######## control_fsm ########
**control_fsm: wiring by layer**

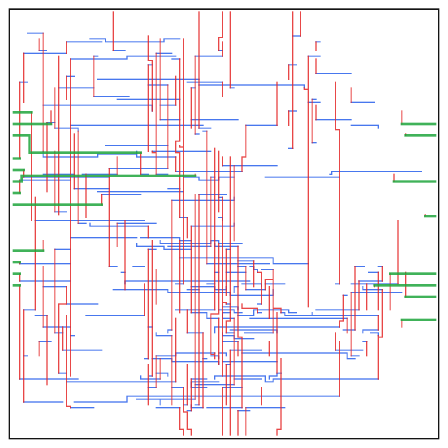

File: config.mk
export PLATFORM = sky130hd
export DESIGN_NAME = control_fsm
export DESIGN_NICKNAME = d
export VERILOG_FILES = /design/src/rtl/control_fsm.sv
export SDC_FILE = /design/constraint.sdc
export NUM_CORES = 1
export LEC_CHECK = 0
export ABC_CLOCK_PERIOD_IN_PS = 2000
export CORE_UTILIZATION = 35
export CTS_CLUSTER_SIZE = 30
export DETAILED_ROUTE_END_ITERATION = 8
export PLACE_DENSITY = 0.75
export SYNTH_ARGS = -nofsm -noshare
export SYNTH_HDL_FRONTEND = slang
export SYNTH_SLANG_ARGS = --single-unit
File: constraint.sdc
create_clock -name clk -period 2 [get_ports clk]
set_input_delay 0.4 -clock clk [delete_from_list [all_inputs] [get_ports clk]]
set_output_delay 0.4 -clock clk [all_outputs]
set_load 0.01 [all_outputs]
File: src/rtl/control_fsm.sv
`default_nettype none
// ============================================================================
//  Module      : control_fsm
//  Description : Multi-cycle sequencer for the 8-bit datapath. Fetches
//                two-byte instructions, latches them into IR0/IR1 and issues
//                one execute step (plus a memory-read step for LOAD).
//                All control outputs are a Moore decode of the state
//                register and the instruction registers.
//  Revision    : 1.0 - initial release
// ============================================================================
module control_fsm #(
  parameter int ILLEGAL_HALT = 0   // 1: opcodes 101..111 halt, 0: they are NOPs
) (
  input  logic       clk,
  input  logic       reset,
  input  logic       run,
  input  logic [7:0] mem_q,
  output logic       regwrite,
  output logic [2:0] wa,
  output logic [2:0] ra1,
  output logic [2:0] ra2,
  output logic [1:0] mode,
  output logic       wd_sel,
  output logic       wren,
  output logic       pc_mux,
  output logic       pc_inc,
  output logic       wr_pc,
  output logic       halted,
  output logic       instr_done,
  output logic [2:0] state
);

  typedef enum logic [2:0] {
    S_FETCH0 = 3'd0,
    S_LATCH0 = 3'd1,
    S_FETCH1 = 3'd2,
    S_LATCH1 = 3'd3,
    S_EXEC   = 3'd4,
    S_MEMRD  = 3'd5,
    S_HALT   = 3'd7
  } state_t;

  localparam logic [2:0] c_OP_ALU   = 3'b000;
  localparam logic [2:0] c_OP_LOAD  = 3'b001;
  localparam logic [2:0] c_OP_STORE = 3'b010;
  localparam logic [2:0] c_OP_JUMP  = 3'b011;
  localparam logic [2:0] c_OP_HALT  = 3'b100;

  state_t     state_q;
  logic [7:0] ir0_q;
  logic [7:0] ir1_q;
  logic [2:0] w_op;
  logic       w_op_halt;
  logic       w_unused_ir1;

  assign w_op = ir0_q[7:5];

  // Opcodes above HALT fold into HALT only when the parameter asks for it.
  assign w_op_halt = (w_op == c_OP_HALT) ||
                     ((ILLEGAL_HALT != 0) && (w_op > c_OP_HALT));

  // Register fields are taken straight from the instruction registers.
  assign wa    = ir0_q[4:2];
  assign mode  = ir0_q[1:0];
  assign ra1   = ir1_q[7:5];
  assign ra2   = ir1_q[4:2];
  assign state = state_q;

  // The two low bits of byte1 are reserved and carry no meaning.
  assign w_unused_ir1 = ^ir1_q[1:0];

  // State register and instruction latches; reset aborts any instruction.
  always_ff @(posedge clk or posedge reset) begin
    if (reset) begin
      state_q <= S_FETCH0;
      ir0_q   <= 8'h00;
      ir1_q   <= 8'h00;
    end else begin
      case (state_q)
        S_FETCH0: begin
          if (run) begin
            state_q <= S_LATCH0;
          end
        end
        S_LATCH0: begin
          ir0_q   <= mem_q;
          state_q <= S_FETCH1;
        end
        S_FETCH1: begin
          state_q <= S_LATCH1;
        end
        S_LATCH1: begin
          ir1_q   <= mem_q;
          state_q <= S_EXEC;
        end
        S_EXEC: begin
          if (w_op == c_OP_LOAD) begin
            state_q <= S_MEMRD;
          end else if (w_op_halt) begin
            state_q <= S_HALT;
          end else begin
            state_q <= S_FETCH0;
          end
        end
        S_MEMRD: begin
          state_q <= S_FETCH0;
        end
        S_HALT: begin
          state_q <= S_HALT;
        end
        default: begin
          state_q <= S_FETCH0;
        end
      endcase
    end
  end

  // Control decode from state and IR; pc_mux rests on the PC address.
  always_comb begin
    regwrite   = 1'b0;
    wd_sel     = 1'b0;
    wren       = 1'b0;
    pc_mux     = 1'b1;
    pc_inc     = 1'b0;
    wr_pc      = 1'b0;
    halted     = 1'b0;
    instr_done = 1'b0;
    case (state_q)
      S_LATCH0, S_LATCH1: begin
        pc_inc = 1'b1;
      end
      S_EXEC: begin
        // Every opcode except LOAD completes in this cycle.
        instr_done = 1'b1;
        case (w_op)
          c_OP_ALU: begin
            regwrite = 1'b1;
          end
          c_OP_LOAD: begin
            pc_mux     = 1'b0;
            instr_done = 1'b0;
          end
          c_OP_STORE: begin
            pc_mux = 1'b0;
            wren   = 1'b1;
          end
          c_OP_JUMP: begin
            wr_pc = 1'b1;
          end
          default: begin
          end
        endcase
      end
      S_MEMRD: begin
        pc_mux     = 1'b0;
        regwrite   = 1'b1;
        wd_sel     = 1'b1;
        instr_done = 1'b1;
      end
      S_HALT: begin
        halted = 1'b1;
      end
      default: begin
      end
    endcase
  end

endmodule
`default_nettype wire

######## btn_debounce ########
===== config.mk =====
export PLATFORM = sky130hd
export DESIGN_NAME = btn_debounce
export DESIGN_NICKNAME = d
export VERILOG_FILES = /design/src/rtl/btn_debounce.sv
export SDC_FILE = /design/constraint.sdc
export NUM_CORES = 1
export LEC_CHECK = 0
export ABC_AREA = 1
export CAP_MARGIN = 20
export CORE_AREA = 5 5 42 44
export DETAILED_ROUTE_END_ITERATION = 10
export DIE_AREA = 0 0 47 49
export GPL_TIMING_DRIVEN = 0
export PLACE_DENSITY = 0.53
export SYNTH_ARGS = -nofsm -noshare
export SYNTH_HDL_FRONTEND = slang
export SYNTH_SLANG_ARGS = --single-unit
export TNS_END_PERCENT = 30

===== constraint.sdc =====
create_clock -name clk -period 1.3 [get_ports clk]
set_input_delay 0.13 -clock clk [delete_from_list [all_inputs] [get_ports clk]]
set_output_delay 0.13 -clock clk [all_outputs]
set_load 0.01 [all_outputs]

===== src/rtl/btn_debounce.sv =====
// btn_debounce: one raw button to a clean one-clk press pulse.
//   clk, rst    system clock, synchronous active-high reset
//   sample_en   debounce sample strobe
//   btn_raw     asynchronous raw button level
//   press       one-clk pulse when the accepted level rises
// The raw level passes a 2-FF synchronizer; the accepted level only
// flips after DEBOUNCE_TICKS consecutive samples disagreeing with it.
// Releases are accepted silently.
module btn_debounce #(
  parameter int DEBOUNCE_TICKS = 4
) (
  input  logic clk,
  input  logic rst,
  input  logic sample_en,
  input  logic btn_raw,
  output logic press
);

  localparam int CW = (DEBOUNCE_TICKS < 2) ? 1 : $clog2(DEBOUNCE_TICKS + 1);

  logic          sync1;
  logic          sync2;
  logic          level;
  logic [CW-1:0] cnt;

  // Synchronizer, stability counter and rising-edge pulse. A sample that
  // agrees with the accepted level restarts the count, so isolated
  // glitches never accumulate.
  always_ff @(posedge clk) begin
    if (rst) begin
      sync1 <= 1'b0;
      sync2 <= 1'b0;
      level <= 1'b0;
      cnt   <= '0;
      press <= 1'b0;
    end else begin
      sync1 <= btn_raw;
      sync2 <= sync1;
      press <= 1'b0;
      if (sample_en) begin
        if (sync2 == level) begin
          cnt <= '0;
        end else if (cnt == CW'(DEBOUNCE_TICKS - 1)) begin
          cnt   <= '0;
          level <= sync2;
          press <= sync2;
        end else begin
          cnt <= cnt + CW'(1);
        end
      end
    end
  end

endmodule


######## fs_accel_linebuf ########
==> src/rtl/fs_accel_pkg.sv <==
// Shared types and constants for the accelerator line-buffer path.
package fs_accel_pkg;

  localparam int unsigned PIX_W     = 8;
  localparam int unsigned IMG_W_DEF = 28;
  localparam int unsigned IMG_H_DEF = 28;

  typedef enum logic [1:0] {
    IDLE   = 2'd0,
    FILL   = 2'd1,
    STREAM = 2'd2
  } state_t;

endpackage

==> src/rtl/fs_accel_lbram.sv <==
// Single-port line memory: combinational read at addr, registered write.
module fs_accel_lbram
  import fs_accel_pkg::*;
#(
  parameter int unsigned DEPTH = IMG_W_DEF,
  parameter int unsigned AW    = $clog2(DEPTH)
) (
  input  logic             clk,
  input  logic             we,
  input  logic [AW-1:0]    addr,
  input  logic [PIX_W-1:0] wdata,
  output logic [PIX_W-1:0] rdata
);

  logic [PIX_W-1:0] mem [DEPTH];

  always_comb rdata = mem[addr];

  always_ff @(posedge clk) begin
    if (we) mem[addr] <= wdata;
  end

endmodule

==> src/rtl/fs_accel_linebuf.sv <==
// Raster-to-column line buffer: holds two previous rows and emits
// vertically aligned 3-pixel columns for each pixel from row 2 onward.
module fs_accel_linebuf
  import fs_accel_pkg::*;
#(
  parameter int unsigned IMG_W = IMG_W_DEF,
  parameter int unsigned IMG_H = IMG_H_DEF
) (
  input  logic             clk,
  input  logic             resetn,
  input  logic             start,
  input  logic             pix_valid,
  input  logic [PIX_W-1:0] pix_data,
  output logic             pix_ready,
  output logic [PIX_W-1:0] col_do_0,
  output logic [PIX_W-1:0] col_do_1,
  output logic [PIX_W-1:0] col_do_2,
  output logic             col_valid,
  input  logic             col_ready,
  output logic             col_eor,
  output logic             col_eof,
  output logic             busy,
  output logic             done
);

  localparam int unsigned COL_W = $clog2(IMG_W);
  localparam int unsigned ROW_W = $clog2(IMG_H);
  localparam logic [COL_W-1:0] COL_LAST = COL_W'(IMG_W - 1);
  localparam logic [ROW_W-1:0] ROW_LAST = ROW_W'(IMG_H - 1);

  state_t           state, state_nxt;
  logic [COL_W-1:0] col;
  logic [ROW_W-1:0] row;
  logic             accept;
  logic             last_col;
  logic             last_row;
  logic             mem_we;
  logic [PIX_W-1:0] lb0_rd;
  logic [PIX_W-1:0] lb1_rd;

  always_comb begin
    pix_ready = (state != IDLE) && !start && (!col_valid || col_ready);
    accept    = pix_valid && pix_ready;
    last_col  = (col == COL_LAST);
    last_row  = (row == ROW_LAST);
    mem_we    = accept && resetn;
    busy      = (state != IDLE);
  end

  // lb0 holds row r-1, lb1 holds row r-2; lb1 takes lb0's old value
  fs_accel_lbram #(.DEPTH(IMG_W), .AW(COL_W)) lb0 (
    .clk   (clk),
    .we    (mem_we),
    .addr  (col),
    .wdata (pix_data),
    .rdata (lb0_rd)
  );

  fs_accel_lbram #(.DEPTH(IMG_W), .AW(COL_W)) lb1 (
    .clk   (clk),
    .we    (mem_we),
    .addr  (col),
    .wdata (lb0_rd),
    .rdata (lb1_rd)
  );

  always_comb begin
    state_nxt = state;
    if (start) begin
      state_nxt = FILL;
    end else if (accept && last_col) begin
      case (state)
        FILL:    if (row == ROW_W'(1)) state_nxt = STREAM;
        STREAM:  if (last_row)         state_nxt = IDLE;
        default: state_nxt = state;
      endcase
    end
  end

  always_ff @(posedge clk) begin
    if (!resetn) state <= IDLE;
    else         state <= state_nxt;
  end

  always_ff @(posedge clk) begin
    if (!resetn) begin
      col       <= '0;
      row       <= '0;
      col_do_0  <= '0;
      col_do_1  <= '0;
      col_do_2  <= '0;
      col_valid <= 1'b0;
      col_eor   <= 1'b0;
      col_eof   <= 1'b0;
      done      <= 1'b0;
    end else if (start) begin
      col       <= '0;
      row       <= '0;
      col_valid <= 1'b0;
      col_eor   <= 1'b0;
      col_eof   <= 1'b0;
      done      <= 1'b0;
    end else begin
      done <= accept && (state == STREAM) && last_col && last_row;
      if (accept) begin
        if (last_col) begin
          col <= '0;
          row <= last_row ? '0 : row + ROW_W'(1);
        end else begin
          col <= col + COL_W'(1);
        end
      end
      if (accept && (state == STREAM)) begin
        col_do_0  <= lb1_rd;
        col_do_1  <= lb0_rd;
        col_do_2  <= pix_data;
        col_valid <= 1'b1;
        col_eor   <= last_col;
        col_eof   <= last_col && last_row;
      end else if (col_ready) begin
        col_valid <= 1'b0;
        col_eor   <= 1'b0;
        col_eof   <= 1'b0;
      end
    end
  end

endmodule
==> config.mk <==
export PLATFORM = sky130hd
export DESIGN_NAME = fs_accel_linebuf
export DESIGN_NICKNAME = d
export VERILOG_FILES = /design/src/rtl/fs_accel_pkg.sv /design/src/rtl/fs_accel_lbram.sv /design/src/rtl/fs_accel_linebuf.sv
export SDC_FILE = /design/constraint.sdc
export NUM_CORES = 1
export LEC_CHECK = 0
export ABC_AREA = 1
export CORE_MARGIN = 5
export CORE_UTILIZATION = 60
export CTS_CLUSTER_DIAMETER = 50
export CTS_CLUSTER_SIZE = 28
export DETAILED_ROUTE_END_ITERATION = 8
export HOLD_SLACK_MARGIN = 0.06
export PLACE_DENSITY = 0.77
export SLEW_MARGIN = 15
export SYNTH_ARGS = -nofsm -noshare
export SYNTH_HDL_FRONTEND = slang
export SYNTH_HIERARCHICAL = 1
export SYNTH_SLANG_ARGS = --single-unit
==> constraint.sdc <==
create_clock -name clk -period 5 [get_ports clk]
set_clock_uncertainty 0.1 [all_clocks]
set_input_delay 1.25 -clock clk [delete_from_list [all_inputs] [get_ports clk]]
set_output_delay 1.25 -clock clk [all_outputs]
set_load 0.02 [all_outputs]
**btn_debounce: routed metal per tile**

The die is cut into 9 by 10 equal tiles; dark purple is low, yellow is high, scaled to the fullest tile. Values are wire area over tile area, all layers added.
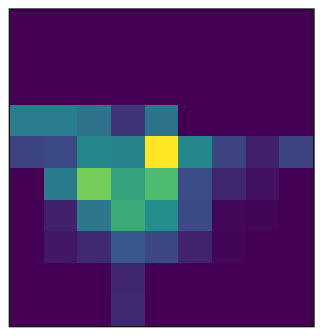
emptiest ninth of the die: north-east
nearly empty tiles: 63%
densest ninth of the die: centre
mean over tiles: 0.033
fullest tile: 0.27
tiles over half the peak: 5.6%
Tot GR Track Use: 5.37%
total length of routed wires: 449 um
WL per Instance: 7.02 um
total number of vias: 249

==> notes.md, btn_debounce <==
Status on the layout run. Timing would allow up to 0.830 GHz. The highest layer touched by signal routing is met3. In this run, placement finished with an instance count of 60.

Clock buffer and inverter area fraction after layout landed at 6.62%. Pin count of the biggest net entering global routing landed at 7. Post-synthesis adder-cell area fraction landed at 4.03%.

Share of power burned in the clock network landed at 43.9%. Clock slew at the register clock pins of the worst setup and hold paths landed at 0.05 ns. For the worst setup path, the data required time is 1.17 ns.

The first global-routing pass estimated 814 um of wire. Number of non-clock buffers landed at 4. Cells with a size suffix above 1 make up 22.9% of the layout. The flow ran to the end, and the final reports show no timing, DRC or antenna violations. Of the total standard cell area in the layout, the multi-input combinational portion is 32.5%. Post-layout total power landed at 0.000445 W. In the final report, the number of hold violations comes to 0. Number of fillers in the final layout landed at 167. The register with the most flip-flops in the layout has 3 of them. Final-layout setup total negative slack landed at 0 ns.

Per the hold report, the tightest min-delay path originates at btn_raw. The endpoint identified for the worst register-to-register timing path is level. Headroom to the max-slew limit came out at 84.0%. End-of-flow core utilization landed at 28.3%.

Post-synth the commonest register cell is dfxtp_1. Multi-input combinational cell count landed at 22.
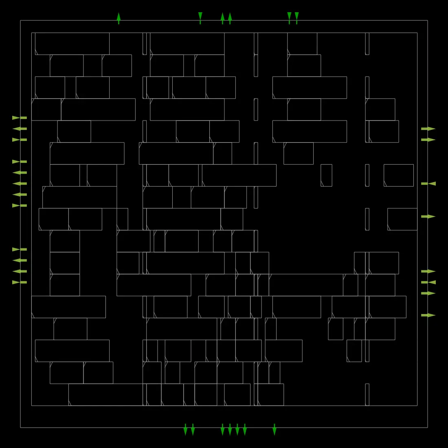
**Above:** control_fsm (cell placement).
number of fill cells in the layout: 205
final standard cell count with taps included and fillers excluded: 133
flip-flops: 17
floorplan core area: 2210 um2

About 'wiring by layer' of control_fsm:
[M3] green | wire length: 97.0 um
[M2] red | wire length: 1,020 um
[M1] blue | wire length: 802 um
Tot GR Track Use: 16.8%
total length of routed wires: 1910 um

==> notes.md, control_fsm <==
Status on the layout run. The commonest cells after synthesis are dfrtp_1 (17), mux2_2 (14), nor2_1 (6). Footprint of the multi-input gates landed at 343 um2. According to the floorplan report, the die height is 50.5 um. Data arrives at the worst endpoint at 1.52 ns. Setup repair after global routing left no endpoint under its margin. Sequential cells were found to cover 51.7% of the synthesized design area.

Clock buffer and inverter area fraction after layout landed at 2.17%. Via count landed at 638. The sequential cells in the finished layout cover a total of 427 um2. Number of levels the H-tree was split into landed at 1. Cell count after placement landed at 127. Effective utilization at floorplan landed at 37.2%. Among cell families on the critical path, the largest total delay comes from flip-flops. The register with the most flip-flops in the layout has 8 of them. The setup check on the worst reg-to-reg path leaves a slack of 0.42 ns. Worst slew slack as a fraction of its limit landed at 56.6%. Cells fill 54.8% of the core in the end. Final routed DRC violation total landed at 0.

Number of tap cells added at floorplan landed at 28. Final-layout setup total negative slack landed at 0 ns. Fraction of the mapped netlist area in simple logic gates landed at 14.3%. Summing the areas of all compound-gate instances in the mapped netlist gives 4.26% of the synthesized area.

For reference, the critical path is launched at ir0_q[7]. Number of flip-flops and latches in the synthesized netlist landed at 17. The launch point of the worst register-to-register path is recorded as state[0].

The flow ran to the end, and the final reports show no timing, DRC or antenna violations. CTS sink count landed at 17. By area, sequential cells come first. Inverter count landed at 3. Number of nets produced by synthesis landed at 81.

Number of endpoints failing setup at the final stage landed at 0. Entering global routing, the biggest net connects 18 pins. For this run, the chip area from Yosys synthesis comes to 823 um2.
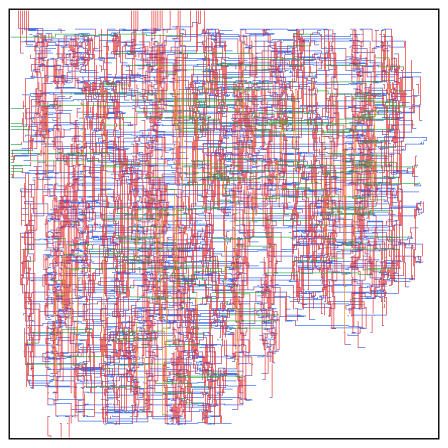
**Above:** fs_accel_linebuf (wiring by layer).
[M2] red | wire length: 23.2 mm
[M4] orange | wire length: 1,530 um
[M3] green | wire length: 3,670 um
[M1] blue | wire length: 18,700 um
Tot GR Track Use: 24.5%
total number of vias: 14,000
WL per Instance: 18.6 um
total length of routed wires: 47,100 um

==> notes.md, fs_accel_linebuf <==
Status on the layout run. Peak fanout along the critical path landed at 3. Final routed DRC violation total landed at 0. At the end of the flow the core is filled with cells to 67.0%. For reference, full adder, half adder and majority cells occupy 0.183% of the area reported after synthesis. The commonest cells after synthesis are nand2_1 (1,162), edfxtp_1 (448), nor2_1 (133). The worst setup path is launched from a primary input. Endpoints failing hold in the final report were tallied at 0. Ranked by total cell area, the synthesized netlist is headed by edfxtp_1 (66%), nand2_1 (21%), dfxtp_1 (3.9%). Of all flip-flops after synthesis, the portion carrying an async set or reset was 0%. In this run the remaining antenna-violating nets after routing total 0. Sequential cells burn 57.7% of the power. The launch point of the worst register-to-register path is recorded as col[0]. According to the tapcell log, the count of inserted taps is 448.

The flow reports that combinational logic draws 2.7% of the design power. Number of nets in the finished design landed at 2,079. Once layout is complete, the cells apart from fillers number 2,539. Data-path buffer share of cell area in the final layout landed at 2.83%.

The flow ran to the end, and the final reports show no timing, DRC or antenna violations. Sequential fraction of total cell area landed at 63.3%. Using the TritonRoute via totals, the vias-per-cell ratio works out to 5.51. Number of hold buffers added after CTS landed at 0.

######## a2_bus_dout_arbiter ########
**a2_bus_dout_arbiter: clock distribution**

Scale bar: 20 um.
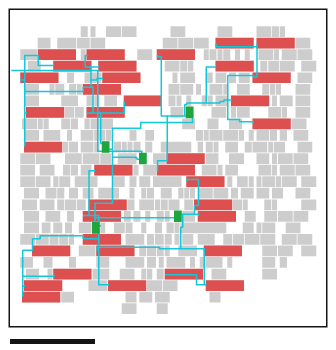

--- src/rtl/a2_bus_dout_arbiter.sv ---
// a2_bus_dout_arbiter
//   Per-bus-cycle arbiter for the Apple II data-bus output path. Once per
//   6502 cycle it picks one slot-card read source (lowest index wins), drives
//   its byte onto the IOBUF inside the phi0 window, and counts cycles where
//   more than one source asked to drive.
//
//   Optional feature: define A2_DOUT_ARB_WATCHDOG_EN to add a DRIVE-state
//   watchdog that releases the bus after MAX_DRIVE_CYCLES without a
//   phi1_posedge and sets the sticky timeout_o flag. Without it timeout_o
//   is tied 0 and DRIVE waits indefinitely.
//
// Ports:
//   clk_logic         logic clock
//   system_reset_n    async active-low reset
//   phi1_posedge      strobe, phi0 falling (end of bus cycle)
//   phi1_negedge      strobe, phi0 rising (start of data phase)
//   rw_n_i            Apple II R/W, 1 = read
//   req_i             per-source read enables
//   data_i            per-source bytes, source k at [8k+7:8k]
//   data_out_o        byte to IOBUF
//   data_out_en_o     IOBUF drive enable / bus direction
//   grant_o           one-hot owner, zero when not driving
//   conflict_o        one-cycle pulse on multi-source evaluation
//   conflict_count_o  saturating conflict counter
//   timeout_o         sticky watchdog flag
//
// state | meaning
// IDLE  | bus not driven, waiting for phi1_negedge
// GUARD | counting guard interval before grant evaluation
// DRIVE | granted source driving the bus
// HOLD  | phi0 has fallen, bus held for the hold interval

module a2_bus_dout_arbiter #(
    parameter int NUM_REQ          = 4,
    parameter int GUARD_CYCLES     = 2,
    parameter int HOLD_CYCLES      = 1,
    parameter int MAX_DRIVE_CYCLES = 64
) (
    input  logic                 clk_logic,
    input  logic                 system_reset_n,
    input  logic                 phi1_posedge,
    input  logic                 phi1_negedge,
    input  logic                 rw_n_i,
    input  logic [NUM_REQ-1:0]   req_i,
    input  logic [NUM_REQ*8-1:0] data_i,
    output logic [7:0]           data_out_o,
    output logic                 data_out_en_o,
    output logic [NUM_REQ-1:0]   grant_o,
    output logic                 conflict_o,
    output logic [15:0]          conflict_count_o,
    output logic                 timeout_o
);

    if (GUARD_CYCLES < 1 || GUARD_CYCLES > 15) begin : g_chk_guard
        $error("GUARD_CYCLES must be in 1..15");
    end
    if (HOLD_CYCLES < 0 || HOLD_CYCLES > 15) begin : g_chk_hold
        $error("HOLD_CYCLES must be in 0..15");
    end
    if (MAX_DRIVE_CYCLES < 1) begin : g_chk_max
        $error("MAX_DRIVE_CYCLES must be at least 1");
    end

    typedef enum logic [1:0] {IDLE, GUARD, DRIVE, HOLD} state_t;

    localparam logic [3:0] GUARD_LOAD = 4'(GUARD_CYCLES - 1);
    localparam logic [3:0] HOLD_LOAD  = (HOLD_CYCLES > 0) ? 4'(HOLD_CYCLES - 1) : 4'd0;

    state_t               r_state;
    logic [3:0]           r_cnt;
    logic [7:0]           r_dout;
    logic                 r_en;
    logic [NUM_REQ-1:0]   r_grant;
    logic                 r_conflict;
    logic [15:0]          r_conflict_count;

    logic [NUM_REQ-1:0]   w_win_onehot;
    logic [7:0]           w_win_data;
    logic [7:0]           w_grant_data;
    logic                 w_multi;

`ifdef A2_DOUT_ARB_WATCHDOG_EN
    localparam int            WD_W    = (MAX_DRIVE_CYCLES > 1) ? $clog2(MAX_DRIVE_CYCLES) : 1;
    localparam logic [WD_W-1:0] WD_LOAD = WD_W'(MAX_DRIVE_CYCLES - 1);
    logic [WD_W-1:0]      r_wd_cnt;
    logic                 r_timeout;
`endif

    // Descending scan so the lowest set index is the last (winning) write.
    always_comb begin
        w_win_onehot = '0;
        w_win_data   = '0;
        for (int k = NUM_REQ - 1; k >= 0; k--) begin
            if (req_i[k]) begin
                w_win_onehot    = '0;
                w_win_onehot[k] = 1'b1;
                w_win_data      = data_i[8*k +: 8];
            end
        end
    end

    always_comb begin
        w_grant_data = '0;
        for (int k = 0; k < NUM_REQ; k++) begin
            if (r_grant[k]) begin
                w_grant_data = data_i[8*k +: 8];
            end
        end
    end

    // Clearing the lowest set bit leaves something only if two or more were set.
    assign w_multi = (req_i & (req_i - NUM_REQ'(1))) != '0;

    always_ff @(posedge clk_logic or negedge system_reset_n) begin
        if (!system_reset_n) begin
            r_state          <= IDLE;
            r_cnt            <= '0;
            r_dout           <= '0;
            r_en             <= 1'b0;
            r_grant          <= '0;
            r_conflict       <= 1'b0;
            r_conflict_count <= '0;
`ifdef A2_DOUT_ARB_WATCHDOG_EN
            r_wd_cnt         <= '0;
            r_timeout        <= 1'b0;
`endif
        end else begin
            r_conflict <= 1'b0;
            // A new phi0 rise always wins, also over a coincident phi0 fall.
            if (phi1_negedge) begin
                r_state <= GUARD;
                r_cnt   <= GUARD_LOAD;
                r_en    <= 1'b0;
                r_grant <= '0;
            end else begin
                case (r_state)
                    IDLE: begin
                    end
                    GUARD: begin
                        if (r_cnt != 4'd0) begin
                            r_cnt <= r_cnt - 4'd1;
                        end else if (rw_n_i && (req_i != '0)) begin
                            r_state <= DRIVE;
                            r_en    <= 1'b1;
                            r_grant <= w_win_onehot;
                            r_dout  <= w_win_data;
                            if (w_multi) begin
                                r_conflict <= 1'b1;
                                if (r_conflict_count != 16'hFFFF) begin
                                    r_conflict_count <= r_conflict_count + 16'd1;
                                end
                            end
`ifdef A2_DOUT_ARB_WATCHDOG_EN
                            r_wd_cnt <= WD_LOAD;
`endif
                        end else begin
                            r_state <= IDLE;
                        end
                    end
                    DRIVE: begin
                        if (!rw_n_i) begin
                            r_state <= IDLE;
                            r_en    <= 1'b0;
                            r_grant <= '0;
                        end else if (phi1_posedge) begin
                            if (HOLD_CYCLES > 0) begin
                                r_state <= HOLD;
                                r_cnt   <= HOLD_LOAD;
                            end else begin
                                r_state <= IDLE;
                                r_en    <= 1'b0;
                                r_grant <= '0;
                            end
`ifdef A2_DOUT_ARB_WATCHDOG_EN
                        end else if (r_wd_cnt == '0) begin
                            r_state   <= IDLE;
                            r_en      <= 1'b0;
                            r_grant   <= '0;
                            r_timeout <= 1'b1;
                        end else begin
                            r_wd_cnt <= r_wd_cnt - WD_W'(1);
                            r_dout   <= w_grant_data;
                        end
`else
                        end else begin
                            r_dout <= w_grant_data;
                        end
`endif
                    end
                    HOLD: begin
                        if (r_cnt != 4'd0) begin
                            r_cnt <= r_cnt - 4'd1;
                        end else begin
                            r_state <= IDLE;
                            r_en    <= 1'b0;
                            r_grant <= '0;
                        end
                    end
                    default: begin
                        r_state <= IDLE;
                        r_en    <= 1'b0;
                        r_grant <= '0;
                    end
                endcase
            end
        end
    end

    assign data_out_o       = r_dout;
    assign data_out_en_o    = r_en;
    assign grant_o          = r_grant;
    assign conflict_o       = r_conflict;
    assign conflict_count_o = r_conflict_count;
`ifdef A2_DOUT_ARB_WATCHDOG_EN
    assign timeout_o        = r_timeout;
`else
    assign timeout_o        = 1'b0;
`endif

endmodule

--- config.mk ---
export PLATFORM = sky130hd
export DESIGN_NAME = a2_bus_dout_arbiter
export DESIGN_NICKNAME = d
export VERILOG_FILES = /design/src/rtl/a2_bus_dout_arbiter.sv
export SDC_FILE = /design/constraint.sdc
export NUM_CORES = 1
export LEC_CHECK = 0
export ABC_CLOCK_PERIOD_IN_PS = 2400
export CAP_MARGIN = 20
export CORE_MARGIN = 2
export CORE_UTILIZATION = 47
export CTS_BUF_LIST = sky130_fd_sc_hd__clkbuf_2
export CTS_CLUSTER_SIZE = 24
export DETAILED_ROUTE_END_ITERATION = 10
export GPL_TIMING_DRIVEN = 1
export PLACE_DENSITY = 0.86
export SYNTH_ARGS = -nofsm -noshare
export SYNTH_HDL_FRONTEND = slang
export SYNTH_SLANG_ARGS = --single-unit
export TNS_END_PERCENT = 50
--- constraint.sdc ---
create_clock -name clk_logic -period 2.4 [get_ports clk_logic]
set_input_delay 0.48 -clock clk_logic [delete_from_list [all_inputs] [get_ports clk_logic]]
set_output_delay 0.48 -clock clk_logic [all_outputs]
set_load 0.02 [all_outputs]
######## seg7_scan_driver ########
<file path="src/rtl/seg7_pkg.sv">
// Shared types and segment encoding for the multiplexed 7-segment display driver.
package seg7_pkg;

    localparam int unsigned NIB_W = 4;
    localparam int unsigned SEG_W = 7;

    typedef logic [SEG_W-1:0] seg_t;

    localparam seg_t SEG_BLANK = 7'h7F;

    // Active-low segment pattern, bit0=a .. bit6=g; non-BCD values blank.
    function automatic seg_t seg_code(input logic [NIB_W-1:0] nib);
        seg_t code;
        case (nib)
            4'd0:    code = 7'b1000000;
            4'd1:    code = 7'b1111001;
            4'd2:    code = 7'b0100100;
            4'd3:    code = 7'b0110000;
            4'd4:    code = 7'b0011001;
            4'd5:    code = 7'b0010010;
            4'd6:    code = 7'b0000010;
            4'd7:    code = 7'b1111000;
            4'd8:    code = 7'b0000000;
            4'd9:    code = 7'b0010000;
            default: code = SEG_BLANK;
        endcase
        return code;
    endfunction

endpackage

</file>
<file path="src/rtl/seg7_decode.sv">
// Combinational BCD nibble to active-low segment decoder with forced blank.
module seg7_decode
    import seg7_pkg::*;
(
    input  logic [NIB_W-1:0] nib_i,
    input  logic             blank_i,
    output seg_t             seg_c_o
);

    assign seg_c_o = blank_i ? SEG_BLANK : seg_code(nib_i);

endmodule

</file>
<file path="src/rtl/seg7_scan_driver.sv">
// Time-multiplexed common-anode 7-segment scanner with per-frame input snapshot,
// anti-ghosting dead time and an internally generated blink phase.
module seg7_scan_driver
    import seg7_pkg::*;
#(
    parameter int unsigned N_DIGITS         = 4,
    parameter int unsigned SCAN_DIV         = 1000,
    parameter int unsigned DEAD_CYC         = 2,
    parameter int unsigned BLINK_DIV        = 500000,
    parameter bit          ANODE_ACTIVE_LOW = 1'b1
) (
    input  logic                      clk,
    input  logic                      rst_n,
    input  logic                      en,
    input  logic [NIB_W*N_DIGITS-1:0] digits_i,
    input  logic [N_DIGITS-1:0]       flash_mask_i,
    output logic [SEG_W-1:0]          seg_o,
    output logic [N_DIGITS-1:0]       an_o,
    output logic                      frame_o,
    output logic                      blink_phase_o
);

    localparam int unsigned P_W   = (SCAN_DIV > 1) ? $clog2(SCAN_DIV) : 1;
    localparam int unsigned IDX_W = (N_DIGITS > 1) ? $clog2(N_DIGITS) : 1;
    localparam int unsigned B_W   = (BLINK_DIV > 1) ? $clog2(BLINK_DIV) : 1;
    localparam logic [N_DIGITS-1:0] AN_OFF = {N_DIGITS{ANODE_ACTIVE_LOW}};

    logic [P_W-1:0]                   p_q, p_d;
    logic [IDX_W-1:0]                 idx_q, idx_d;
    logic [B_W-1:0]                   blink_q, blink_d;
    logic                             phase_q, phase_d;
    logic [N_DIGITS-1:0][NIB_W-1:0]   snap_dig_q, snap_dig_d;
    logic [N_DIGITS-1:0]              snap_flash_q, snap_flash_d;
    seg_t                             seg_q, seg_d;
    logic [N_DIGITS-1:0]              an_q, an_d;
    logic                             frame_q, frame_d;

    logic                             p_wrap;
    logic                             idx_wrap;
    logic                             slot_act;
    logic [NIB_W-1:0]                 cur_nib;
    logic                             cur_blank;
    logic [N_DIGITS-1:0]              an_onehot;
    seg_t                             dec_seg;

    seg7_decode u_decode (
        .nib_i   (cur_nib),
        .blank_i (cur_blank),
        .seg_c_o (dec_seg)
    );

    // Next-state: scan counters, blink timer, snapshot and registered pin values.
    always_comb begin
        p_d          = p_q;
        idx_d        = idx_q;
        blink_d      = blink_q;
        phase_d      = phase_q;
        snap_dig_d   = snap_dig_q;
        snap_flash_d = snap_flash_q;

        p_wrap   = en && (p_q == P_W'(SCAN_DIV - 1));
        idx_wrap = p_wrap && (idx_q == IDX_W'(N_DIGITS - 1));

        if (!en) begin
            p_d   = '0;
            idx_d = '0;
        end else if (p_wrap) begin
            p_d   = '0;
            idx_d = idx_wrap ? '0 : idx_q + IDX_W'(1);
        end else begin
            p_d   = p_q + P_W'(1);
        end

        if (blink_q == B_W'(BLINK_DIV - 1)) begin
            blink_d = '0;
            phase_d = ~phase_q;
        end else begin
            blink_d = blink_q + B_W'(1);
        end

        // Frame-boundary capture keeps a whole frame consistent; idle tracks live inputs.
        if (!en || idx_wrap) begin
            snap_dig_d   = digits_i;
            snap_flash_d = flash_mask_i;
        end

        slot_act  = en && (p_q >= P_W'(DEAD_CYC));
        cur_nib   = snap_dig_q[idx_q];
        cur_blank = !slot_act || (snap_flash_q[idx_q] && phase_q);
        an_onehot = N_DIGITS'(1) << idx_q;

        seg_d   = dec_seg;
        an_d    = AN_OFF ^ (slot_act ? an_onehot : '0);
        frame_d = idx_wrap;
    end

    always_ff @(posedge clk or negedge rst_n) begin
        if (!rst_n) begin
            p_q          <= '0;
            idx_q        <= '0;
            blink_q      <= '0;
            phase_q      <= 1'b0;
            snap_dig_q   <= '0;
            snap_flash_q <= '0;
            seg_q        <= SEG_BLANK;
            an_q         <= AN_OFF;
            frame_q      <= 1'b0;
        end else begin
            p_q          <= p_d;
            idx_q        <= idx_d;
            blink_q      <= blink_d;
            phase_q      <= phase_d;
            snap_dig_q   <= snap_dig_d;
            snap_flash_q <= snap_flash_d;
            seg_q        <= seg_d;
            an_q         <= an_d;
            frame_q      <= frame_d;
        end
    end

    assign seg_o         = seg_q;
    assign an_o          = an_q;
    assign frame_o       = frame_q;
    assign blink_phase_o = phase_q;

endmodule

</file>
<file path="config.mk">
export PLATFORM = sky130hd
export DESIGN_NAME = seg7_scan_driver
export DESIGN_NICKNAME = d
export VERILOG_FILES = /design/src/rtl/seg7_pkg.sv /design/src/rtl/seg7_decode.sv /design/src/rtl/seg7_scan_driver.sv
export SDC_FILE = /design/constraint.sdc
export NUM_CORES = 1
export LEC_CHECK = 0
export CAP_MARGIN = 20
export CORE_UTILIZATION = 56
export DETAILED_ROUTE_END_ITERATION = 10
export GPL_ROUTABILITY_DRIVEN = 0
export HOLD_SLACK_MARGIN = 0.1
export PLACE_DENSITY = 0.8
export REMOVE_ABC_BUFFERS = 1
export SYNTH_ARGS = -nofsm -noshare
export SYNTH_HDL_FRONTEND = slang
export SYNTH_SLANG_ARGS = --single-unit
</file>
<file path="constraint.sdc">
create_clock -name clk -period 2.71 [get_ports clk]
set_input_delay 0.542 -clock clk [delete_from_list [all_inputs] [get_ports clk]]
set_output_delay 0.542 -clock clk [all_outputs]
set_load 0.01 [all_outputs]
</file>
######## ad80305_rx_link_ctrl ########
### src/rtl/ad80305_pkg.sv
// ad80305_pkg: shared state encodings and default parameters for the AD80305 RX link controller
package ad80305_pkg;
   typedef enum logic [2:0] {
      IDLE      = 3'd0,
      RESET     = 3'd1,
      WAIT_FILL = 3'd2,
      CHECK     = 3'd3,
      LOCKED    = 3'd4,
      FAULT     = 3'd5
   } state_t;
   localparam int DEF_RST_CYCLES   = 16;
   localparam int DEF_FILL_TIMEOUT = 64;
   localparam int DEF_FP_PERIOD    = 4;
   localparam int DEF_LOCK_STROBES = 32;
   localparam int DEF_ERR_CNT_W    = 8;
endpackage

### src/rtl/ad80305_fp_checker.sv
// ad80305_fp_checker: iqdata_fp cadence checker (gap counter, good/early/missing classification)
//   clk, rst : clock, async active-high reset
//   clr      : synchronous clear; masks all outputs and disarms the checker
//   fp       : sample strobe
//   good     : strobe arrived with gap == FP_PERIOD-1
//   err      : early strobe, or gap reached FP_PERIOD without a strobe
//   first    : first strobe after clear (only arms the checker, never judged)
module ad80305_fp_checker #(
   parameter int FP_PERIOD = 4
) (
   input  logic clk,
   input  logic rst,
   input  logic clr,
   input  logic fp,
   output logic good,
   output logic err,
   output logic first
);
   localparam int GW = $clog2(FP_PERIOD + 1);
   localparam logic [GW-1:0] LAST = GW'(FP_PERIOD - 1);
   localparam logic [GW-1:0] MAXG = GW'(FP_PERIOD);
   logic [GW-1:0] gap;
   logic armed;
   assign first = ~clr & fp & ~armed;
   assign good  = ~clr & fp & armed & (gap == LAST);
   // a strobe landing once gap has hit FP_PERIOD is still an error (already missing)
   assign err   = ~clr & armed & ((gap == MAXG) | (fp & (gap < LAST)));
   always_ff @(posedge clk or posedge rst)
      if (rst) begin
         gap   <= '0;
         armed <= 1'b0;
      end else if (clr) begin
         gap   <= '0;
         armed <= 1'b0;
      end else if (fp) begin
         gap   <= '0;
         armed <= 1'b1;
      end else if (armed && gap != MAXG) begin
         gap   <= gap + GW'(1);
      end
endmodule

### src/rtl/ad80305_rx_link_ctrl.sv
// ad80305_rx_link_ctrl: bring-up and supervision FSM for the AD80305 DDR/LVDS receive link
//   i_fpga_clk_125p, i_fpga_rst_125p : clock, async active-high reset
//   i_enable      : link enable, low forces IDLE
//   i_iqdata_fp   : sample strobe;  i_rdempty : FIFO empty;  i_wrfull : FIFO full (RX domain, synchronised)
//   o_rx_if_rst_n : active-low RX interface/FIFO reset
//   o_link_up, o_data_valid, o_state, o_err_cnt, o_strobe_cnt : status
//   Macro AD80305_RX_LINK_STATS_EN enables the locked-strobe counter on o_strobe_cnt.
module ad80305_rx_link_ctrl
   import ad80305_pkg::*;
#(
   parameter int RST_CYCLES   = DEF_RST_CYCLES,
   parameter int FILL_TIMEOUT = DEF_FILL_TIMEOUT,
   parameter int FP_PERIOD    = DEF_FP_PERIOD,
   parameter int LOCK_STROBES = DEF_LOCK_STROBES,
   parameter int ERR_CNT_W    = DEF_ERR_CNT_W
) (
   input  logic                 i_fpga_clk_125p,
   input  logic                 i_fpga_rst_125p,
   input  logic                 i_enable,
   input  logic                 i_iqdata_fp,
   input  logic                 i_rdempty,
   input  logic                 i_wrfull,
   output logic                 o_rx_if_rst_n,
   output logic                 o_link_up,
   output logic                 o_data_valid,
   output logic [2:0]           o_state,
   output logic [ERR_CNT_W-1:0] o_err_cnt,
   output logic [31:0]          o_strobe_cnt
);
   localparam int RCW = $clog2(RST_CYCLES);
   localparam int FCW = $clog2(FILL_TIMEOUT);
   localparam int GCW = $clog2(LOCK_STROBES);
   state_t state, nxt;
   logic [RCW-1:0] rst_cnt;
   logic [FCW-1:0] fill_cnt;
   logic [GCW-1:0] good_cnt;
   logic wr_s1, wr_s2;
   logic fp_good, fp_err, fp_first;
   ad80305_fp_checker #(.FP_PERIOD(FP_PERIOD)) u_fp (
      .clk   (i_fpga_clk_125p),
      .rst   (i_fpga_rst_125p),
      .clr   (state != CHECK && state != LOCKED),
      .fp    (i_iqdata_fp),
      .good  (fp_good),
      .err   (fp_err),
      .first (fp_first)
   );
   always_comb begin
      nxt = state;
      case (state)
         IDLE:      nxt = RESET;
         RESET:     nxt = rst_cnt == RCW'(RST_CYCLES - 1) ? WAIT_FILL : RESET;
         WAIT_FILL: nxt = !i_rdempty ? CHECK : fill_cnt == FCW'(FILL_TIMEOUT - 1) ? FAULT : WAIT_FILL;
         CHECK:     nxt = fp_err ? RESET : (fp_good && good_cnt == GCW'(LOCK_STROBES - 1)) ? LOCKED : CHECK;
         LOCKED:    nxt = (fp_err || wr_s2) ? FAULT : LOCKED;
         FAULT:     nxt = RESET;
         default:   nxt = IDLE;
      endcase
      if (!i_enable) nxt = IDLE;
   end
   always_ff @(posedge i_fpga_clk_125p or posedge i_fpga_rst_125p)
      if (i_fpga_rst_125p) begin
         state         <= IDLE;
         rst_cnt       <= '0;
         fill_cnt      <= '0;
         good_cnt      <= '0;
         wr_s1         <= 1'b0;
         wr_s2         <= 1'b0;
         o_err_cnt     <= '0;
         o_rx_if_rst_n <= 1'b0;
         o_link_up     <= 1'b0;
         o_data_valid  <= 1'b0;
      end else begin
         state         <= nxt;
         rst_cnt       <= state == RESET ? rst_cnt + RCW'(1) : '0;
         fill_cnt      <= state == WAIT_FILL ? fill_cnt + FCW'(1) : '0;
         good_cnt      <= (state != CHECK || fp_first || fp_err) ? '0 : good_cnt + GCW'(fp_good);
         wr_s1         <= i_wrfull;
         wr_s2         <= wr_s1;
         o_err_cnt     <= (state == FAULT && !(&o_err_cnt)) ? o_err_cnt + ERR_CNT_W'(1) : o_err_cnt;
         o_rx_if_rst_n <= nxt != IDLE && nxt != RESET;
         o_link_up     <= nxt == LOCKED;
         o_data_valid  <= state == LOCKED && i_iqdata_fp;
      end
   assign o_state = state;
`ifdef AD80305_RX_LINK_STATS_EN
   always_ff @(posedge i_fpga_clk_125p or posedge i_fpga_rst_125p)
      if (i_fpga_rst_125p) o_strobe_cnt <= '0;
      else if (state == RESET) o_strobe_cnt <= '0;
      else if (state == LOCKED && fp_good) o_strobe_cnt <= o_strobe_cnt + 32'd1;
`else
   assign o_strobe_cnt = '0;
`endif
endmodule

### config.mk
export PLATFORM = sky130hd
export DESIGN_NAME = ad80305_rx_link_ctrl
export DESIGN_NICKNAME = d
export VERILOG_FILES = /design/src/rtl/ad80305_pkg.sv /design/src/rtl/ad80305_fp_checker.sv /design/src/rtl/ad80305_rx_link_ctrl.sv
export SDC_FILE = /design/constraint.sdc
export NUM_CORES = 1
export LEC_CHECK = 0
export CORE_MARGIN = 3
export CORE_UTILIZATION = 45
export DETAILED_ROUTE_END_ITERATION = 10
export PLACE_DENSITY = 0.75
export SLEW_MARGIN = 20
export SYNTH_ARGS = -nofsm -noshare
export SYNTH_HDL_FRONTEND = slang
export SYNTH_HIERARCHICAL = 1
export SYNTH_SLANG_ARGS = --single-unit
### constraint.sdc
create_clock -name i_fpga_clk_125p -period 2.71 [get_ports i_fpga_clk_125p]
set_input_delay 0.542 -clock i_fpga_clk_125p [delete_from_list [all_inputs] [get_ports i_fpga_clk_125p]]
set_output_delay 0.542 -clock i_fpga_clk_125p [all_outputs]
set_load 0.01 [all_outputs]

==> notes/layouts.md <==
Pictures saved along the way, in no particular order.

The metal 3 layer.
Scale bar: 20 um.
shot_01.png
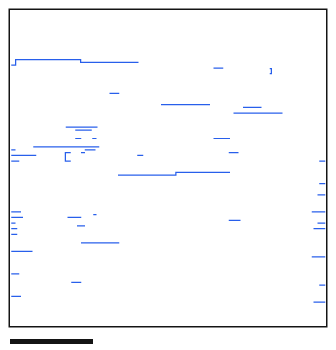
shot_02.png
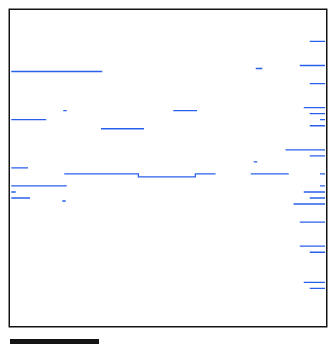
shot_03.png
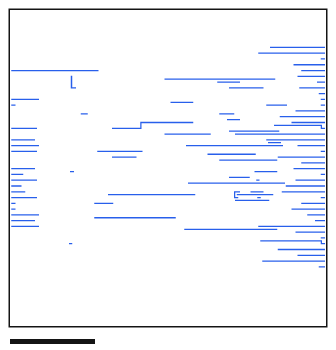
seg7_scan_driver: shot_01.png
ad80305_rx_link_ctrl: shot_02.png
a2_bus_dout_arbiter: shot_03.png

Key to shot_01.png:
nets with wire on the layer: 34
main direction: horizontal
share of all routed wire: 3.6%
wire length on this layer: 196 um

**a2_bus_dout_arbiter: cell placement**

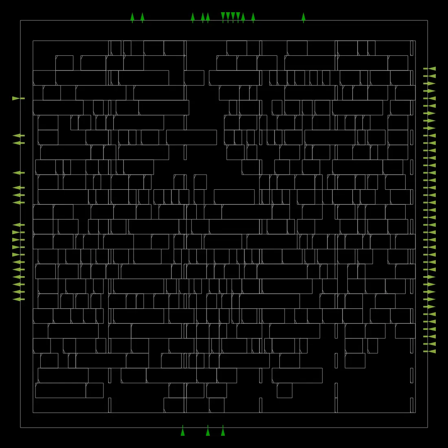
Seq/total area: 27.7%
flip-flops: 36

Notes on 'clock distribution' of a2_bus_dout_arbiter above:
[clock-net drivers] green | count: 5
[clock wires] cyan | length: 475 um
[flip-flops] red | count: 36
flops lie: spread over the die
power of the clock network: 0.000376 W
Worst Skew: 0.0221 ns

==> notes.md, a2_bus_dout_arbiter <==
Status on the layout run. Final tally of hold violations landed at 0. Setup repair after global routing left no endpoint under its margin. Worst slew slack as a fraction of its limit landed at 46.3%.

By instance count after routing, the leading logic cell types are clkdlybuf4s50_1 (69), nand2_1 (36), dfrtp_1 (36). Final period demand of the worst path landed at 2.21 ns. Highest clock frequency the design can meet landed at 0.452 GHz. Number of non-clock buffers landed at 86. Worst hold margin landed at 0.157 ns. The via count of the first global-routing pass came to 2,264. The post-route utilization of the core is recorded as 68.3%.

Final cell count without fillers landed at 411. Area share of the largest cell type after synthesis landed at 38.6%. The flow ran to the end, and the final reports show no timing, DRC or antenna violations.

The launch point of the critical path was reported as r_cnt[0]. Per the layout report, the design carries 12 non-clock inverters. Setup slack closes at 0.186 ns. TritonCTS created 5 clock buffers. The die is 74.4 um wide. Across all layers, the routed design uses 2,436 vias. Post-detailed-placement half-perimeter wirelength landed at 4770 um. Number of hold buffers added after CTS landed at 0. Max-cap violations in this run came to 0.

In the synthesized netlist the dominant register cell turns out to be dfrtp_1. Counting tap cells, the placed design contains a total of 403 instances. Final-layout setup total negative slack landed at 0 ns. The synth_stat.txt file lists the number of cells as 264.

In the per-layer breakdown of the detailed-route log, met1 shows 2820 um. Depth of the most critical reg-to-reg path landed at 7. When the netlist entered floorplanning its net count stood at 311. The detailed router reports a met3 wire length of 657 um. Post-route period utilization is reported as 92.2%.
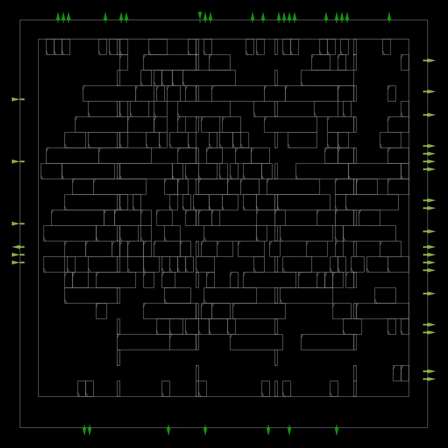
**Above:** ad80305_rx_link_ctrl (cell placement).
flip-flops: 35
number of tap instances: 50
floorplan core area: 4060 um2
final standard cell count with taps included and fillers excluded: 270
number of fill cells in the layout: 376

==> notes.md, ad80305_rx_link_ctrl <==
Status on the layout run. Number of flip-flops and latches in the synthesized netlist landed at 35. Finished layout cell area landed at 2160 um2. TritonCTS built the clock tree.

In this run the maximum-capacitance check reported violations numbering 0. The flow ran to the end, and the final reports show no timing, DRC or antenna violations. The report lists the power per cell area as 448 nW/um2. In the synthesized netlist the async set-or-reset flop fraction comes to 100%. Per the layout area report, the combinational fraction of cell area is 41.3%. Number of non-clock buffers landed at 22. The first global-routing pass estimated 5350 um of wire.

Number of nets in the finished design landed at 234. Fraction of the cycle the final worst path needs landed at 86.7%. The worst hold path passes through 0 cells.

Via count landed at 1,264. The biggest slice of the total power is consumed by registers. Number of endpoints failing setup at the final stage landed at 0. Post-synthesis adder-cell area fraction landed at 5.21%.
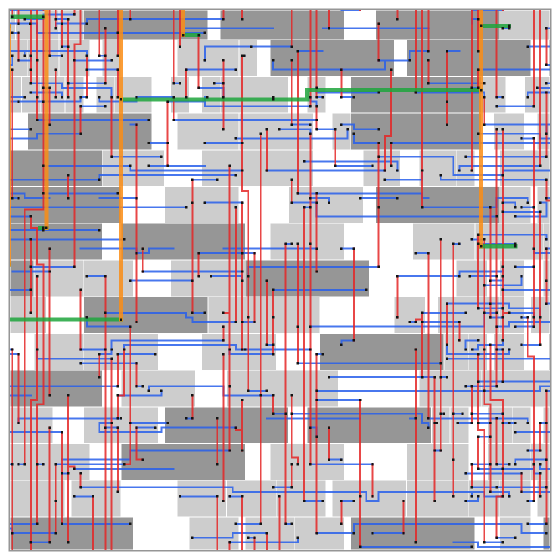
**Above:** seg7_scan_driver (a small window of the routed layout).
Region (18, 3) to (58, 43) um. Cells in grey, sequential cells in the stronger grey; small squares are vias.
[M3] green
[M1] blue
[M4] orange
[M2] red
sequential cells in the window: 22
cells with their middle in the window: 104
netlist names of flops here include: `snap_dig_q` (10), `snap_flash_q` (4), `blink_q` (3)
most frequent: dfrtp_1 (20), mux2_4 (12), clkdlybuf4s50_1 (10)

==> notes.md, seg7_scan_driver <==
Status on the layout run. In the finished design, the share of the clock period the worst path needs comes to 77.1%. The design has 64 sequential cells. After global routing, the most crowded layer is met2. After synthesis, the most frequently instantiated cells are dfrtp_1 (53), nor2_1 (24), nand2_1 (23). The run finished with clean final reports.

Counting the fill cells in the layout gives 368. Yosys reported that registers with async set or reset make up 100%. Multiplexer share of the synthesized area landed at 14.4%. Post-synthesis share of cell area spent on and-or and or-and gates landed at 4.22%. Required time of the critical path landed at 2.92 ns.

Number of nets in the finished design landed at 334. Global routing consumed, on the met2 layer, 33.7% of the routing resources. Per the layout report, the design carries 38 non-clock buffers. Per the synthesis report, the number of distinct cell types is 39. Counting only logic cells after layout, the most numerous master is dfrtp_1. By instance count, the leading cell after synthesis is dfrtp_1. After layout, the clock buffer instance count stands at 14. For reference, the top cells by area after synthesis are dfrtp_1 (43%), mux2_4 (9.7%), dfstp_2 (9.4%). Cell count after placement landed at 358.

After detailed routing, the met2 layer carries 2620 um of wire. Tracing the worst setup path back leads to its startpoint at p_q[5]. blink_q holds more flip-flops than any other register.

STA classifies the critical path startpoint as a flop. In this run the number of H-tree levels came out at 3. Share of power burned in the clock network landed at 38.7%. Counting the inverters off the clock network in the layout gives 7. The endpoint identified for the worst register-to-register timing path is snap_dig_q[7]. The most used flip-flop cell after synthesis is dfrtp_1. Post-synthesis adder-cell area fraction landed at 4.87%.


==> layout pictures side by side <==
A small window of the routed layout.
panel A
Region (17, 2) to (57, 42) um. Cells in grey, sequential cells in the stronger grey; small squares are vias.
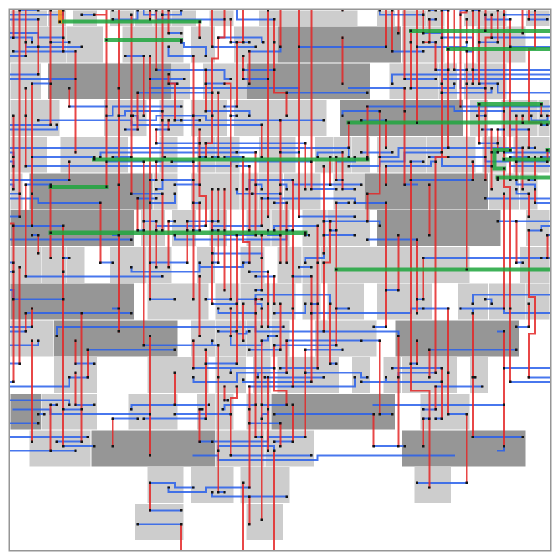
panel B
Region (16, 1) to (56, 41) um. Cells in grey, sequential cells in the stronger grey; small squares are vias.
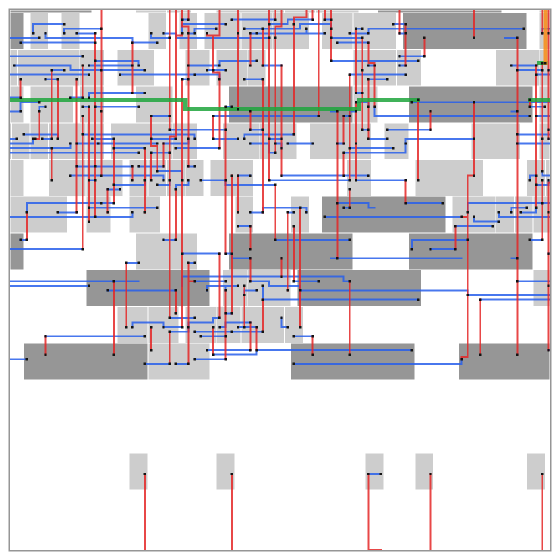
panel C
Region (77, 38) to (117, 78) um. Cells in grey, sequential cells in the stronger grey; small squares are vias.
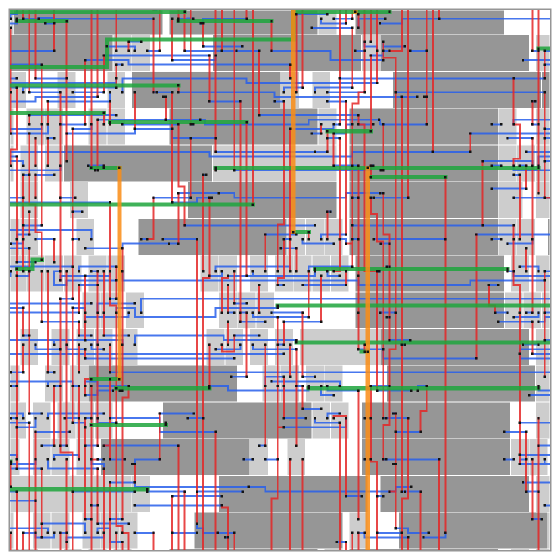
Panel B comes from ad80305_rx_link_ctrl.
Panel C comes from fs_accel_linebuf.
Panel A comes from a2_bus_dout_arbiter.

No activity file was given, so power comes from the tool's default toggle rates.
